=== range_session_ctrl_flat ===
**range_session_ctrl_flat: signal wires by layer**

Two of the layers only.
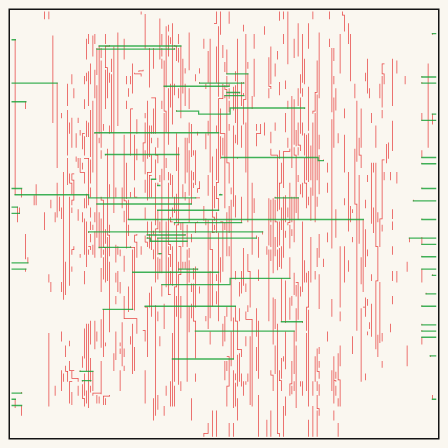
**range_session_ctrl_flat: the clock network**

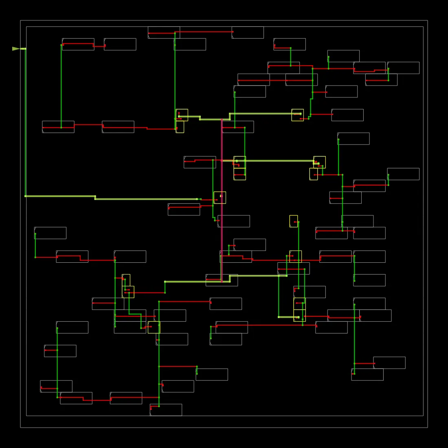
$ cat src/rtl/range_session_ctrl_if.sv
// rtl/range_session_ctrl_if.sv - command, sample and result signals of range_session_ctrl
interface range_session_ctrl_if #(
  parameter int DATA_W = 10,
  parameter int CNT_W  = 8
);
  logic              go;
  logic              finish;
  logic [DATA_W-1:0] data_in;
  logic              err_clr;
  logic              res_ready;
  logic              res_valid;
  logic [DATA_W-1:0] res_range;
  logic [DATA_W-1:0] res_max;
  logic [DATA_W-1:0] res_min;
  logic [CNT_W-1:0]  res_count;
  logic              busy;
  logic              err;
  logic [1:0]        err_code;

  modport master (
    output go, finish, data_in, err_clr, res_ready,
    input  res_valid, res_range, res_max, res_min, res_count, busy, err, err_code
  );

  modport slave (
    input  go, finish, data_in, err_clr, res_ready,
    output res_valid, res_range, res_max, res_min, res_count, busy, err, err_code
  );
endinterface

$ cat src/rtl/range_session_ctrl.sv
// rtl/range_session_ctrl.sv - min/max range session controller with sticky error code
// Optional macro RANGE_CTRL_STATS_EN reports the session sample count on res_count.
module range_session_ctrl #(
  parameter int DATA_W      = 10,
  parameter int CNT_W       = 8,
  parameter int MAX_SAMPLES = 200
) (
  input logic                 clock,
  input logic                 reset,
  range_session_ctrl_if.slave bus
);
  typedef enum logic [1:0] {IDLE, RUN, DONE, ERR} state_t;

  localparam logic [CNT_W-1:0] ONE      = CNT_W'(1);
  localparam logic [CNT_W-1:0] LAST_CNT = CNT_W'(MAX_SAMPLES - 1);

  state_t            state, state_nx;
  logic [1:0]        code_q, code_nx;
  logic              start, capture;
  logic [DATA_W-1:0] cur_min, cur_max, upd_min, upd_max;
  logic [CNT_W-1:0]  cnt;
  logic [DATA_W-1:0] res_range_q, res_max_q, res_min_q;

  always_comb begin
    upd_min = (bus.data_in < cur_min) ? bus.data_in : cur_min;
    upd_max = (bus.data_in > cur_max) ? bus.data_in : cur_max;
  end

  always_comb begin
    state_nx = state;
    code_nx  = code_q;
    start    = 1'b0;
    capture  = 1'b0;
    case (state)
      IDLE: begin
        if (bus.go && bus.finish) begin
          state_nx = ERR;
          code_nx  = 2'b10;
        end else if (bus.finish) begin
          state_nx = ERR;
          code_nx  = 2'b01;
        end else if (bus.go) begin
          start    = 1'b1;
          state_nx = RUN;
        end
      end
      RUN: begin
        if (bus.go) begin
          state_nx = ERR;
          code_nx  = 2'b10;
        end else if (bus.finish) begin
          capture  = 1'b1;
          state_nx = DONE;
        end else if (cnt == LAST_CNT) begin
          // this cycle's sample is number MAX_SAMPLES and no finish came with it
          state_nx = ERR;
          code_nx  = 2'b11;
        end
      end
      DONE: begin
        if (bus.res_ready) begin
          if (bus.go) begin
            start    = 1'b1;
            state_nx = RUN;
          end else begin
            state_nx = IDLE;
          end
        end
      end
      ERR: begin
        if (bus.err_clr) begin
          state_nx = IDLE;
          code_nx  = 2'b00;
        end
      end
      default: begin
        state_nx = IDLE;
        code_nx  = 2'b00;
      end
    endcase
    // a one-sample limit means the opening sample already exhausts the session
    if (start && (MAX_SAMPLES == 1)) begin
      state_nx = ERR;
      code_nx  = 2'b11;
    end
  end

  always_ff @(posedge clock) begin
    if (reset) begin
      state  <= IDLE;
      code_q <= 2'b00;
    end else begin
      state  <= state_nx;
      code_q <= code_nx;
    end
  end

  always_ff @(posedge clock) begin
    if (reset) begin
      cur_min     <= '1;
      cur_max     <= '0;
      cnt         <= '0;
      res_range_q <= '0;
      res_max_q   <= '0;
      res_min_q   <= '1;
    end else begin
      if (start) begin
        cur_min <= bus.data_in;
        cur_max <= bus.data_in;
        cnt     <= ONE;
      end else if (state == RUN) begin
        cur_min <= upd_min;
        cur_max <= upd_max;
        cnt     <= cnt + ONE;
      end
      if (capture) begin
        res_max_q   <= upd_max;
        res_min_q   <= upd_min;
        res_range_q <= upd_max - upd_min;
      end
    end
  end

`ifdef RANGE_CTRL_STATS_EN
  logic [CNT_W-1:0] res_count_q;

  always_ff @(posedge clock) begin
    if (reset) begin
      res_count_q <= '0;
    end else if (capture) begin
      res_count_q <= cnt + ONE;
    end
  end

  assign bus.res_count = res_count_q;
`else
  assign bus.res_count = '0;
`endif

  assign bus.res_valid = (state == DONE);
  assign bus.busy      = (state == RUN);
  assign bus.err       = (state == ERR);
  assign bus.err_code  = code_q;
  assign bus.res_range = res_range_q;
  assign bus.res_max   = res_max_q;
  assign bus.res_min   = res_min_q;
endmodule
$ cat src/flat_wrapper.sv
// flat-port wrapper written by rule: the top's interface ports become plain ports
module range_session_ctrl_flat 
#(
  parameter int DATA_W      = 10,
  parameter int CNT_W       = 8,
  parameter int MAX_SAMPLES = 200
)
  (clock, reset, bus_go, bus_finish, bus_data_in, bus_err_clr, bus_res_ready, bus_res_valid, bus_res_range, bus_res_max, bus_res_min, bus_res_count, bus_busy, bus_err, bus_err_code);
  range_session_ctrl_if #(.DATA_W(DATA_W), .CNT_W(CNT_W)) bus_i ();
  input logic clock;
  input logic reset;
  input wire logic [$bits(bus_i.go)-1:0] bus_go;
  input wire logic [$bits(bus_i.finish)-1:0] bus_finish;
  input wire logic [$bits(bus_i.data_in)-1:0] bus_data_in;
  input wire logic [$bits(bus_i.err_clr)-1:0] bus_err_clr;
  input wire logic [$bits(bus_i.res_ready)-1:0] bus_res_ready;
  output wire logic [$bits(bus_i.res_valid)-1:0] bus_res_valid;
  output wire logic [$bits(bus_i.res_range)-1:0] bus_res_range;
  output wire logic [$bits(bus_i.res_max)-1:0] bus_res_max;
  output wire logic [$bits(bus_i.res_min)-1:0] bus_res_min;
  output wire logic [$bits(bus_i.res_count)-1:0] bus_res_count;
  output wire logic [$bits(bus_i.busy)-1:0] bus_busy;
  output wire logic [$bits(bus_i.err)-1:0] bus_err;
  output wire logic [$bits(bus_i.err_code)-1:0] bus_err_code;
  assign bus_i.go = bus_go;
  assign bus_i.finish = bus_finish;
  assign bus_i.data_in = bus_data_in;
  assign bus_i.err_clr = bus_err_clr;
  assign bus_i.res_ready = bus_res_ready;
  assign bus_res_valid = bus_i.res_valid;
  assign bus_res_range = bus_i.res_range;
  assign bus_res_max = bus_i.res_max;
  assign bus_res_min = bus_i.res_min;
  assign bus_res_count = bus_i.res_count;
  assign bus_busy = bus_i.busy;
  assign bus_err = bus_i.err;
  assign bus_err_code = bus_i.err_code;
  range_session_ctrl #(.DATA_W(DATA_W), .CNT_W(CNT_W), .MAX_SAMPLES(MAX_SAMPLES)) u_core (.clock(clock), .reset(reset), .bus(bus_i));
endmodule
$ cat config.mk
export PLATFORM = sky130hd
export DESIGN_NAME = range_session_ctrl_flat
export DESIGN_NICKNAME = d
export VERILOG_FILES = /design/src/rtl/range_session_ctrl_if.sv /design/src/rtl/range_session_ctrl.sv /design/src/flat_wrapper.sv
export SDC_FILE = /design/constraint.sdc
export NUM_CORES = 1
export LEC_CHECK = 0
export ABC_AREA = 1
export CORE_UTILIZATION = 45
export CTS_BUF_LIST = sky130_fd_sc_hd__clkbuf_4
export DETAILED_ROUTE_END_ITERATION = 7
export PLACE_DENSITY_LB_ADDON = 0.1
export SETUP_SLACK_MARGIN = 0.05
export SLEW_MARGIN = 0
export SYNTH_ARGS = -nofsm -noshare
export SYNTH_HDL_FRONTEND = slang
export SYNTH_SLANG_ARGS = --single-unit
$ cat constraint.sdc
create_clock -name clock -period 4.5 [get_ports clock]
set_clock_uncertainty 0.2 [all_clocks]
set_input_delay 0.675 -clock clock [delete_from_list [all_inputs] [get_ports clock]]
set_output_delay 0.675 -clock clock [all_outputs]
set_load 0.05 [all_outputs]
==> impl_metrics.ini <==
; implementation run metrics
[placed_design]
portBuffers = 50

[power_and_ir_drop]
p_int_uw = 1230
seq-power_uw = 714
pg_comb_uw = 1360
pwr-share-comb_pct = 56.9
finalPower_uw = 2400

[critical_path]
worst_r2r_path_depth = 18
cp-end-kind = flip-flop

[grt]
first_global_vias = 3298
met3_usage_pct = 3.80
use_met1_pct = 31.5

[yosys]
netlist_logic_family_top = simple AND/OR/NAND/NOR gates
ys_sh_adder_pct = 10.1
ys_area_um2 = 3800
async_reset_ff_share_pct = 0
synth-xor-area-share_pct = 1.84
ys_ff = 62
synth_seq_share_pct = 32.6

[route]
drc = 0
routedLengthMet1_um = 4580

[outcome]
status = finished clean

[finish]
layout.cells.non_filler = 690
seq_share_pct = 27.8
clock_area_share_pct = 2.30
final_design_area_no_fill_um2 = 4460

[hold_path]
holdPathStages = 2

[clock_network]
cts_setup_buffers = 0
path_clk_slew_ns = 0.11

[floorplan]
chip_area_um2 = 8820
fp_util_pct = 46.3
die_h_um = 93.9
std_cell_rows = 33

[timing]
finalSetupViolCount = 0
finalSetupTns_ns = 0
fmax_mhz = 259
grt_setup_unrepaired = no
timing.final.crit_share_pct = 85.7
slew_viol_final = 0
## Picture notes: 'signal wires by layer' of range_session_ctrl_flat
Key: red = met2 [wire length 4110 um]; green = met3 [wire length 609 um]
via count: 3502
Total Routing Usage GR: 23.2%
DR WL/cell: 13.6 um
drt total wl: 9350 um

## Picture notes: 'the clock network' of range_session_ctrl_flat
clock sinks: 62
P_clk: 319 uW
Clock Buffer Count: 10
num sequential: 62
total CTS buffers: 9

Yosys cell counts (7+ instances only):
library cell / number / share of area [%]
a31oi_1: 13 / 2.1
nand3_1: 13 / 1.7
o211ai_1: 12 / 2.4
clkbuf_1: 7 / 0.69
buf_4: 12 / 2.4
xor2_1: 7 / 1.6
a21oi_1: 41 / 5.4
nor2_1: 58 / 5.7
o21ai_0: 14 / 1.8
o21ai_1: 34 / 4.5
a21oi_2: 9 / 2.1
inv_1: 72 / 7.1
nand2_1: 99 / 9.8
ha_1: 29 / 9.5
dfxtp_1: 62 / 33
kinds of logic after synthesis:
logic type / count (synthesis)
AOI/OAI and AO/OA: 132
xor gates and xnor gates: 8
adders and majority gates: 30
buffers and inverters: 107
DFF: 62
other: 1
and+or+nand+nor: 190
critical path, cell delays in order:
cell and delay [ns]:
clkdlybuf4s50_1 0.53, ha_1 0.36, a21o_1 0.16, nor2_1 0.19
nand3_1 0.29, nand2_1 0.12, o21ai_0 0.11, inv_1 0.09
ha_1 0.17, inv_1 0.08, fa_1 0.41, nand3_1 0.09
nand2_1 0.10, nand2_1 0.08, o311ai_0 0.16, xor2_1 0.18
o21ai_1 0.13, inv_1 0.04

=== fetch_unit_flat ===
**fetch_unit_flat: layout detail**

The bar under the picture is 10 um long. Region (71, 71) to (101, 101) um. Cells in grey, sequential cells in the stronger grey; small squares are vias.
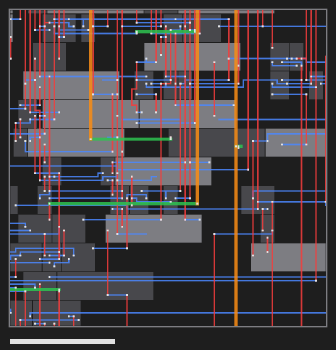
**fetch_unit_flat: signal wires by layer**

Two of the layers only.
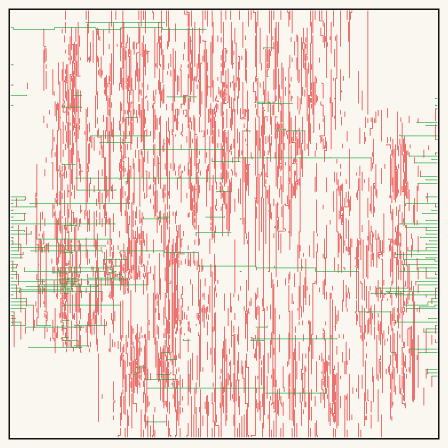
**config.mk**
```make
export PLATFORM = sky130hd
export DESIGN_NAME = fetch_unit_flat
export DESIGN_NICKNAME = d
export VERILOG_FILES = /design/src/rtl/fetch_unit_if.sv /design/src/rtl/fetch_unit.sv /design/src/flat_wrapper.sv
export SDC_FILE = /design/constraint.sdc
export NUM_CORES = 1
export LEC_CHECK = 0
export CAP_MARGIN = 0
export CORE_MARGIN = 2
export CORE_UTILIZATION = 45
export CTS_CLUSTER_DIAMETER = 60
export DETAILED_ROUTE_END_ITERATION = 16
export GPL_TIMING_DRIVEN = 1
export PLACE_DENSITY_LB_ADDON = 0.25
export SYNTH_ARGS = -nofsm -noshare
export SYNTH_HDL_FRONTEND = slang
export SYNTH_SLANG_ARGS = --single-unit
```
**constraint.sdc**
```tcl
create_clock -name clk -period 21.9 [get_ports clk]
set_clock_uncertainty 0.1 [all_clocks]
set_input_delay 3.285 -clock clk [delete_from_list [all_inputs] [get_ports clk]]
set_output_delay 3.285 -clock clk [all_outputs]
set_load 0.1 [all_outputs]
```
**src/rtl/fetch_unit_if.sv**
```systemverilog
// Instruction-memory bus between the fetch unit (master) and instruction memory (slave).
interface fetch_unit_if;
  logic        ImemReq;
  logic [31:0] ImemAddr;
  logic        ImemGnt;
  logic        ImemRValid;
  logic [31:0] ImemRData;

  modport master (output ImemReq, ImemAddr, input ImemGnt, ImemRValid, ImemRData);
  modport slave  (input ImemReq, ImemAddr, output ImemGnt, ImemRValid, ImemRData);
endinterface

```
**src/rtl/fetch_unit.sv**
```systemverilog
// Fetch stage: in-order imem requests, 2-entry response buffer, decode register with stall/flush/redirect.
// Define FETCH_PERF_EN to add the RedirectCount output.
module fetch_unit #(
  parameter logic [31:0] RESET_PC  = 32'h0000_0000,
  parameter logic [31:0] NOP_INSTR = 32'h0000_0013
) (
  input  logic         clk,
  input  logic         reset,
  input  logic         StallF,
  input  logic         StallD,
  input  logic         FlushD,
  input  logic         PCSrcE,
  input  logic [31:0]  PCTargetE,
  fetch_unit_if.master imem,
  output logic [31:0]  InstrD,
  output logic [31:0]  PCD,
  output logic [31:0]  PCPlus4D,
  output logic         ValidD
`ifdef FETCH_PERF_EN
  ,
  output logic [31:0]  RedirectCount
`endif
);

  typedef enum logic [1:0] {BOOT, RUN, DRAIN} state_t;

  state_t      state_q, state_d;
  logic [31:0] pcF_q, pcF_d;
  logic [1:0]  outstanding_q, outstanding_d;
  logic [1:0]  drop_q, drop_d;
  logic [31:0] instrBuf_q [2];
  logic [31:0] instrBuf_d [2];
  logic [31:0] pcBuf_q [2];
  logic [31:0] pcBuf_d [2];
  logic        head_q, head_d;
  logic [1:0]  count_q, count_d;
  logic [31:0] instrD_q, instrD_d;
  logic [31:0] pcD_q, pcD_d;
  logic [31:0] pcPlus4D_q, pcPlus4D_d;
  logic        validD_q, validD_d;

  logic        handshake, respAccept, respDrain, pop, pushIdx;
  logic [2:0]  inFlight;
  logic [1:0]  owed;
  logic [31:0] respPc;

  assign inFlight      = {1'b0, outstanding_q} + {1'b0, count_q};
  assign imem.ImemReq  = (state_q == RUN) && !StallF && !PCSrcE && (inFlight < 3'd2);
  assign imem.ImemAddr = pcF_q;
  assign handshake     = imem.ImemReq && imem.ImemGnt;
  assign respAccept    = (state_q == RUN) && imem.ImemRValid && (outstanding_q != 2'd0);
  assign respDrain     = (state_q == DRAIN) && imem.ImemRValid && (drop_q != 2'd0);
  // In-flight requests are contiguous since the last redirect, so the oldest one's PC follows from PCF.
  assign respPc        = pcF_q - {28'd0, outstanding_q, 2'b00};
  assign pop           = !FlushD && !PCSrcE && !StallD && (count_q != 2'd0);
  assign pushIdx       = head_q ^ count_q[0];
  assign owed          = drop_q + outstanding_q - {1'b0, (respAccept | respDrain)};

  always_comb begin
    state_d       = state_q;
    pcF_d         = pcF_q;
    outstanding_d = outstanding_q;
    drop_d        = drop_q;
    head_d        = head_q;
    count_d       = count_q;
    instrBuf_d    = instrBuf_q;
    pcBuf_d       = pcBuf_q;
    instrD_d      = instrD_q;
    pcD_d         = pcD_q;
    pcPlus4D_d    = pcPlus4D_q;
    validD_d      = validD_q;

    if (PCSrcE) begin
      pcF_d         = PCTargetE;
      outstanding_d = 2'd0;
      drop_d        = owed;
      count_d       = 2'd0;
      head_d        = 1'b0;
      state_d       = (owed != 2'd0) ? DRAIN : RUN;
    end else begin
      unique case (state_q)
        BOOT:    state_d = RUN;
        DRAIN: begin
          if (respDrain) drop_d = drop_q - 2'd1;
          if (drop_d == 2'd0) state_d = RUN;
        end
        default: state_d = state_q;
      endcase
      if (handshake) pcF_d = pcF_q + 32'd4;
      outstanding_d = outstanding_q + {1'b0, handshake} - {1'b0, respAccept};
      if (respAccept) begin
        instrBuf_d[pushIdx] = imem.ImemRData;
        pcBuf_d[pushIdx]    = respPc;
      end
      if (pop) head_d = ~head_q;
      count_d = count_q + {1'b0, respAccept} - {1'b0, pop};
    end

    // Kill beats stall; a stalled decode register keeps its contents.
    if (FlushD || PCSrcE) begin
      instrD_d = NOP_INSTR;
      validD_d = 1'b0;
    end else if (!StallD) begin
      if (count_q != 2'd0) begin
        instrD_d   = instrBuf_q[head_q];
        pcD_d      = pcBuf_q[head_q];
        pcPlus4D_d = pcBuf_q[head_q] + 32'd4;
        validD_d   = 1'b1;
      end else begin
        instrD_d = NOP_INSTR;
        validD_d = 1'b0;
      end
    end
  end

  always_ff @(posedge clk or posedge reset) begin
    if (reset) begin
      state_q       <= BOOT;
      pcF_q         <= RESET_PC;
      outstanding_q <= 2'd0;
      drop_q        <= 2'd0;
      head_q        <= 1'b0;
      count_q       <= 2'd0;
      instrBuf_q[0] <= '0;
      instrBuf_q[1] <= '0;
      pcBuf_q[0]    <= '0;
      pcBuf_q[1]    <= '0;
      instrD_q      <= NOP_INSTR;
      pcD_q         <= '0;
      pcPlus4D_q    <= '0;
      validD_q      <= 1'b0;
    end else begin
      state_q       <= state_d;
      pcF_q         <= pcF_d;
      outstanding_q <= outstanding_d;
      drop_q        <= drop_d;
      head_q        <= head_d;
      count_q       <= count_d;
      instrBuf_q    <= instrBuf_d;
      pcBuf_q       <= pcBuf_d;
      instrD_q      <= instrD_d;
      pcD_q         <= pcD_d;
      pcPlus4D_q    <= pcPlus4D_d;
      validD_q      <= validD_d;
    end
  end

  assign InstrD   = instrD_q;
  assign PCD      = pcD_q;
  assign PCPlus4D = pcPlus4D_q;
  assign ValidD   = validD_q;

`ifdef FETCH_PERF_EN
  logic [31:0] redirectCount_q;

  always_ff @(posedge clk or posedge reset) begin
    if (reset) redirectCount_q <= '0;
    else if (PCSrcE) redirectCount_q <= redirectCount_q + 32'd1;
  end

  assign RedirectCount = redirectCount_q;
`endif

endmodule
```
**src/flat_wrapper.sv**
```systemverilog
// flat-port wrapper written by rule: the top's interface ports become plain ports
module fetch_unit_flat 
#(
  parameter logic [31:0] RESET_PC  = 32'h0000_0000,
  parameter logic [31:0] NOP_INSTR = 32'h0000_0013
)
  (clk, reset, StallF, StallD, FlushD, PCSrcE, PCTargetE, InstrD, PCD, PCPlus4D, ValidD, imem_ImemReq, imem_ImemAddr, imem_ImemGnt, imem_ImemRValid, imem_ImemRData);
  fetch_unit_if imem_i ();
  input  logic clk;
  input  logic reset;
  input  logic StallF;
  input  logic StallD;
  input  logic FlushD;
  input  logic PCSrcE;
  input  logic [31:0] PCTargetE;
  output logic [31:0] InstrD;
  output logic [31:0] PCD;
  output logic [31:0] PCPlus4D;
  output logic ValidD;
  output wire logic [$bits(imem_i.ImemReq)-1:0] imem_ImemReq;
  output wire logic [$bits(imem_i.ImemAddr)-1:0] imem_ImemAddr;
  input wire logic [$bits(imem_i.ImemGnt)-1:0] imem_ImemGnt;
  input wire logic [$bits(imem_i.ImemRValid)-1:0] imem_ImemRValid;
  input wire logic [$bits(imem_i.ImemRData)-1:0] imem_ImemRData;
  assign imem_ImemReq = imem_i.ImemReq;
  assign imem_ImemAddr = imem_i.ImemAddr;
  assign imem_i.ImemGnt = imem_ImemGnt;
  assign imem_i.ImemRValid = imem_ImemRValid;
  assign imem_i.ImemRData = imem_ImemRData;
  fetch_unit #(.RESET_PC(RESET_PC), .NOP_INSTR(NOP_INSTR)) u_core (.clk(clk), .reset(reset), .StallF(StallF), .StallD(StallD), .FlushD(FlushD), .PCSrcE(PCSrcE), .PCTargetE(PCTargetE), .imem(imem_i), .InstrD(InstrD), .PCD(PCD), .PCPlus4D(PCPlus4D), .ValidD(ValidD));
endmodule
```
==> impl_metrics.ini <==
; implementation run metrics
[critical_path]
worstPathArrival_ns = 5.33
worst_r2r_path_depth = 8
critPathMaxFanout = 2
critical_path_class = input pin to output pin

[placed_design]
post-place-ws_ns = 13.16
dp.cells = 1751

[route]
dr.pass1.iters = 5
avgViaCountPerCell = 5.50

[yosys]
avgSynthCellArea_um2 = 10.2
synth_area_um2 = 12700
synth_nets = 1331
yosysMostFrequentCell = dfrtp_1
synthDominantCellAreaShare_pct = 51.4
synthCells = 1246
synth-main-ff-cell = dfrtp_1

[timing]
hold_violations = 0
finalSetupTns_ns = 0
max_slew_margin_pct = 26.1

[clock_network]
clock-root-buffer = clkbuf_16
cts_resized = 0
hold_buffers = 0
clkLatencyLatePin_ns = 0.53
cts_setup_buffers = 0

[floorplan]
chip_area_um2 = 29600
core_um2 = 27800

[power_and_ir_drop]
leakage_uw = 0.00660

[outcome]
status = finished clean

[hold_path]
holdPathStages = 2
min_path_type = flip-flop to flip-flop
holdCritStartpoint = u_core.PCPlus4D[3]$_DFFE_PP0P_

[grt]
first_global_vias = 9918

[finish]
lay_top_count = dfrtp_1
About 'layout detail' of fetch_unit_flat:
Key: blue = met1; orange = met4; green = met3; red = met2
Sequential cells in the window: 9. Most frequent: nor2_1 (11), a21oi_1 (9), dfrtp_1 (8). Netlist names of flops here include u_core.pcBuf_q (8), u_core.head_q (1). 42 logic cells have their middle in the window.

About 'signal wires by layer' of fetch_unit_flat:
Key: red = met2 [wire length 15500 um]; green = met3 [wire length 1850 um]
Total Routing Usage GR: 22.0%
DR WL/cell: 17.7 um
via count: 9908
drt total wl: 31900 um

==> final cells by class <==
cell class / count / area, um2
multi-input cells: 870 / 5620
well taps: 378 / 473
clock inverters: 10 / 108
fillers: 2472 / 11900
clock buffers: 42 / 855
repair buffers: 212 / 2090
flip-flops and latches: 264 / 6610
inverters: 27 / 109
==> cell families (layout without fill, tap and decap cells) <==
family	after synthesis	count (layout)	share of synthesized area [%]
buf+inv	112	291	3.76
flops	264	264	52.1
fa+ha+maj	13	13	1.40
simple gates	414	414	15.7
mux	139	139	11.7
xor+xnor	55	55	3.79
compound gates	249	249	11.6
==> per-layer routing <==
| layer | wire, um | global-route usage, % | vias to the layer above |
|---|---|---|---|
| met4 | 591 | 5.15 | 0 |
| met1 | 14000 | 29.7 | 4883 |
| met5 | 0 | 0 | - |
| met2 | 15500 | 37.6 | 267 |
| li1 | - | - | 4713 |
| met3 | 1850 | 3.25 | 45 |
==> critical path: stages <==
cell	delay [ns]
clkdlybuf4s50_1	0.40
nor4_1	0.35
and2_1	0.17
clkdlybuf4s50_1	1.12
==> power breakdown <==
part	switching (uW)	leakage [uW]	internal, uW
combinational	325	0.00258	159
sequential	78.5	0.00354	574
clock	192	0.000482	293
total	595	0.00660	1030

=== uart_tx_arbiter ===
**uart_tx_arbiter: signal wires by layer**

Two of the layers only.
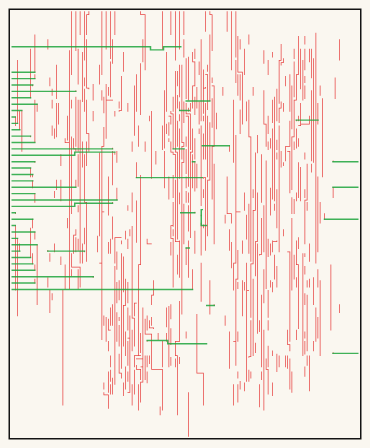
**uart_tx_arbiter: nets reached from selected ports**

The bar under the picture is 20 um long.
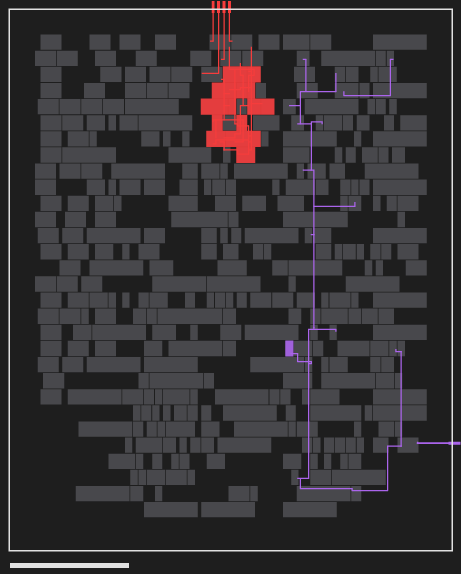
[src/rtl/uart_tx_arbiter.sv]
// Round-robin arbiter sharing one UART transmitter among byte sources,
// with optional per-source lock, burst cap and done-watchdog.
module uart_tx_arbiter #(
    parameter int N_REQ     = 4,
    parameter int IDX_W     = 2,
    parameter int MAX_BURST = 16,
    parameter int TIMEOUT   = 1200000,
    parameter int TO_W      = 21
) (
    input  logic               clk,
    input  logic               reset,
    input  logic [N_REQ-1:0]   req,
    input  logic [N_REQ-1:0]   req_lock,
    input  logic [8*N_REQ-1:0] req_data,
    input  logic               tx_ready,
    input  logic               tx_done,
    output logic               tx_load,
    output logic [7:0]         tx_data,
    output logic [N_REQ-1:0]   ack,
    output logic [IDX_W-1:0]   owner,
    output logic               busy,
    output logic               timeout_err
);

    typedef enum logic [1:0] {
        IDLE,
        LOAD,
        WAIT
    } state_e;

    state_e           state_q, state_d;
    logic [IDX_W-1:0] owner_q, owner_d;
    logic [IDX_W-1:0] rr_q, rr_d;
    logic [7:0]       data_q, data_d;
    logic [7:0]       burst_q, burst_d;
    logic             lock_q, lock_d;
    logic             err_q, err_d;
    logic [TO_W-1:0]  to_q, to_d;

    logic [IDX_W-1:0] winner;
    logic [IDX_W-1:0] idx;
    logic             found;
    logic             keep;
    logic             to_hit;

    assign keep   = lock_q && req[owner_q] && (burst_q < 8'(MAX_BURST));
    assign to_hit = (to_q == TO_W'(TIMEOUT - 1));

    always_comb begin
        winner = rr_q;
        idx    = '0;
        found  = 1'b0;
        if (keep) begin
            winner = owner_q;
        end else begin
            for (int k = 0; k < N_REQ; k++) begin
                idx = rr_q + IDX_W'(k);
                if (!found && req[idx]) begin
                    winner = idx;
                    found  = 1'b1;
                end
            end
        end
    end

    always_comb begin
        state_d = state_q;
        owner_d = owner_q;
        rr_d    = rr_q;
        data_d  = data_q;
        burst_d = burst_q;
        lock_d  = lock_q;
        err_d   = 1'b0;
        to_d    = to_q;
        unique case (state_q)
            IDLE: begin
                if (tx_ready && |req) begin
                    state_d = LOAD;
                    owner_d = winner;
                    data_d  = req_data[{winner, 3'b000} +: 8];
                    lock_d  = req_lock[winner];
                    burst_d = (winner == owner_q && lock_q)
                            ? burst_q + 8'd1 : 8'd1;
                end
            end
            LOAD: begin
                state_d = WAIT;
                to_d    = '0;
            end
            WAIT: begin
                // tx_done takes priority over a watchdog expiring this cycle
                if (tx_done) begin
                    state_d = IDLE;
                    if (!lock_q || burst_q >= 8'(MAX_BURST)) begin
                        rr_d   = owner_q + IDX_W'(1);
                        lock_d = 1'b0;
                    end
                end else if (to_hit) begin
                    state_d = IDLE;
                    err_d   = 1'b1;
                    rr_d    = owner_q + IDX_W'(1);
                    lock_d  = 1'b0;
                end else begin
                    to_d = to_q + TO_W'(1);
                end
            end
            default: state_d = IDLE;
        endcase
    end

    always_ff @(posedge clk or posedge reset) begin
        if (reset) begin
            state_q <= IDLE;
            owner_q <= '0;
            rr_q    <= '0;
            data_q  <= '0;
            burst_q <= '0;
            lock_q  <= 1'b0;
            err_q   <= 1'b0;
            to_q    <= '0;
        end else begin
            state_q <= state_d;
            owner_q <= owner_d;
            rr_q    <= rr_d;
            data_q  <= data_d;
            burst_q <= burst_d;
            lock_q  <= lock_d;
            err_q   <= err_d;
            to_q    <= to_d;
        end
    end

    assign tx_load     = (state_q == LOAD);
    assign ack         = tx_load ? (N_REQ'(1) << owner_q) : '0;
    assign busy        = (state_q != IDLE);
    assign tx_data     = data_q;
    assign owner       = owner_q;
    assign timeout_err = err_q;

endmodule

[config.mk]
export PLATFORM = sky130hd
export DESIGN_NAME = uart_tx_arbiter
export DESIGN_NICKNAME = d
export VERILOG_FILES = /design/src/rtl/uart_tx_arbiter.sv
export SDC_FILE = /design/constraint.sdc
export NUM_CORES = 1
export LEC_CHECK = 0
export CORE_ASPECT_RATIO = 1.25
export CORE_MARGIN = 4
export CORE_UTILIZATION = 49
export DETAILED_ROUTE_END_ITERATION = 8
export PLACE_DENSITY_LB_ADDON = 0.12
export SLEW_MARGIN = 20
export SYNTH_ARGS = -nofsm -noshare
export SYNTH_HDL_FRONTEND = slang
export SYNTH_SLANG_ARGS = --single-unit
[constraint.sdc]
create_clock -name clk -period 4.9 [get_ports clk]
set_clock_uncertainty 0.2 [all_clocks]
set_input_delay 0.98 -clock clk [delete_from_list [all_inputs] [get_ports clk]]
set_output_delay 0.98 -clock clk [all_outputs]
set_load 0.005 [all_outputs]
==> impl_metrics.ini <==
; implementation run metrics
[route]
dr.pass1.iters = 4
drc = 0

[clock_network]
path_clk_slew_ns = 0.09
clock-root-buffer = clkbuf_8
clockBufferDepth = 2
cts_tree = done

[floorplan]
chip_area_um2 = 6790

[placed_design]
place_area_um2 = 3370

[finish]
logic_gates = 222
sh_comb_area_pct = 43.0

[yosys]
async_reset_ff_share_pct = 100
ys_sh_adder_pct = 3.23
common_cells = 45 x dfrtp_1, 33 x nand2_1, 30 x nor2_1
synthCells = 286
synthDominantCellAreaShare_pct = 41.6
synth_nets = 337
yosys_warnings = 0
edf_count = 0

[outcome]
status = finished clean

[flow_run]
tool_warnings = 31

[grt]
grt_max_degree = 46

[critical_path]
timing.rr.end = burst_q[7]$_DFFE_PP0P_

[power_and_ir_drop]
pg_clk_uw = 340

[hold_path]
min_path_type = flip-flop to flip-flop

[timing]
fin_crit_ns = 3.45
## Picture notes: 'signal wires by layer' of uart_tx_arbiter
Key: green = met3 [wire length 393 um]; red = met2 [wire length 3190 um]
DR WL/cell: 15.1 um
Total Routing Usage GR: 20.0%
drt total wl: 6230 um

## Picture notes: 'nets reached from selected ports' of uart_tx_arbiter
Key: purple = tx_load [bits 1, direction output, end cells 1, wire 174 um]; red = req [bits 4, direction input, end cells 15, wire 142 um]
PortBufs: 60
io pins: 61

worst max-delay path, stage by stage (launching register included):
cell	delay (ns)
dfrtp_1	0.46
nand2b_1	0.31
inv_1	0.49
and2_1	0.21
clkdlybuf4s50_1	0.50
layer usage:
layer / wire [um] / track usage (%) / up-vias / share of wire (%)
met3: 392 / 6.64 / 12 / 6.3
met4: 116 / 6.82 / 0 / 1.9
met1: 2530 / 23.2 / 1109 / 41
met2: 3190 / 33.8 / 56 / 51
li1: - / - / 1153 / -
met5: 0 / 0 / - / 0
sequential cells by signal, summed over array words and instances, names as in the netlist:
signal / flops
to_q: 21
burst_q: 8
tx_data: 8
owner: 2
rr_q: 2
state_q: 2
lock_q: 1
timeout_err: 1
cell usage in the layout (no fill, tap or decap), types with 3 or more instances in the layout:
cell type,n
o21ai_0,20
dfrtp_1,45
nand4_1,3
ha_1,7
xnor2_1,9
a22o_1,4
nor3_1,8
clkbuf_8,5
nand2_1,33
a21oi_1,7
nor3b_1,3
nand3_1,12
mux2_2,3
o21ai_1,3
mux2i_1,20
nor2b_1,4
o221ai_1,8
and3_1,3
nor2_1,30
clkdlybuf4s50_1,60
inv_1,12
o31ai_1,3
and2_1,5


==> screenshots <==
Met1 routing.
Supply wires on this layer in grey.
image #1
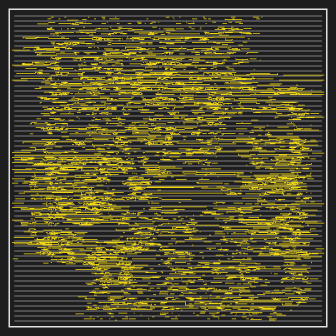
image #2
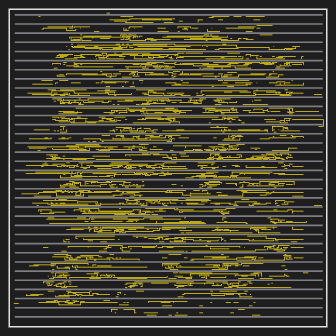
image #3
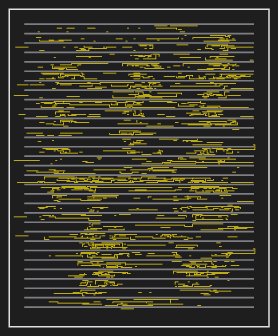
Image #1 comes from fetch_unit_flat.
Image #2 comes from range_session_ctrl_flat.
Image #3 comes from uart_tx_arbiter.

Key to image #2:
578 nets have wire on it. The longest straight run is 46.5 um. The layer carries 4580 um of wire. The wires run mostly horizontal. The layer holds 49% of the routed length.

Power and IR drop assume default switching activity.
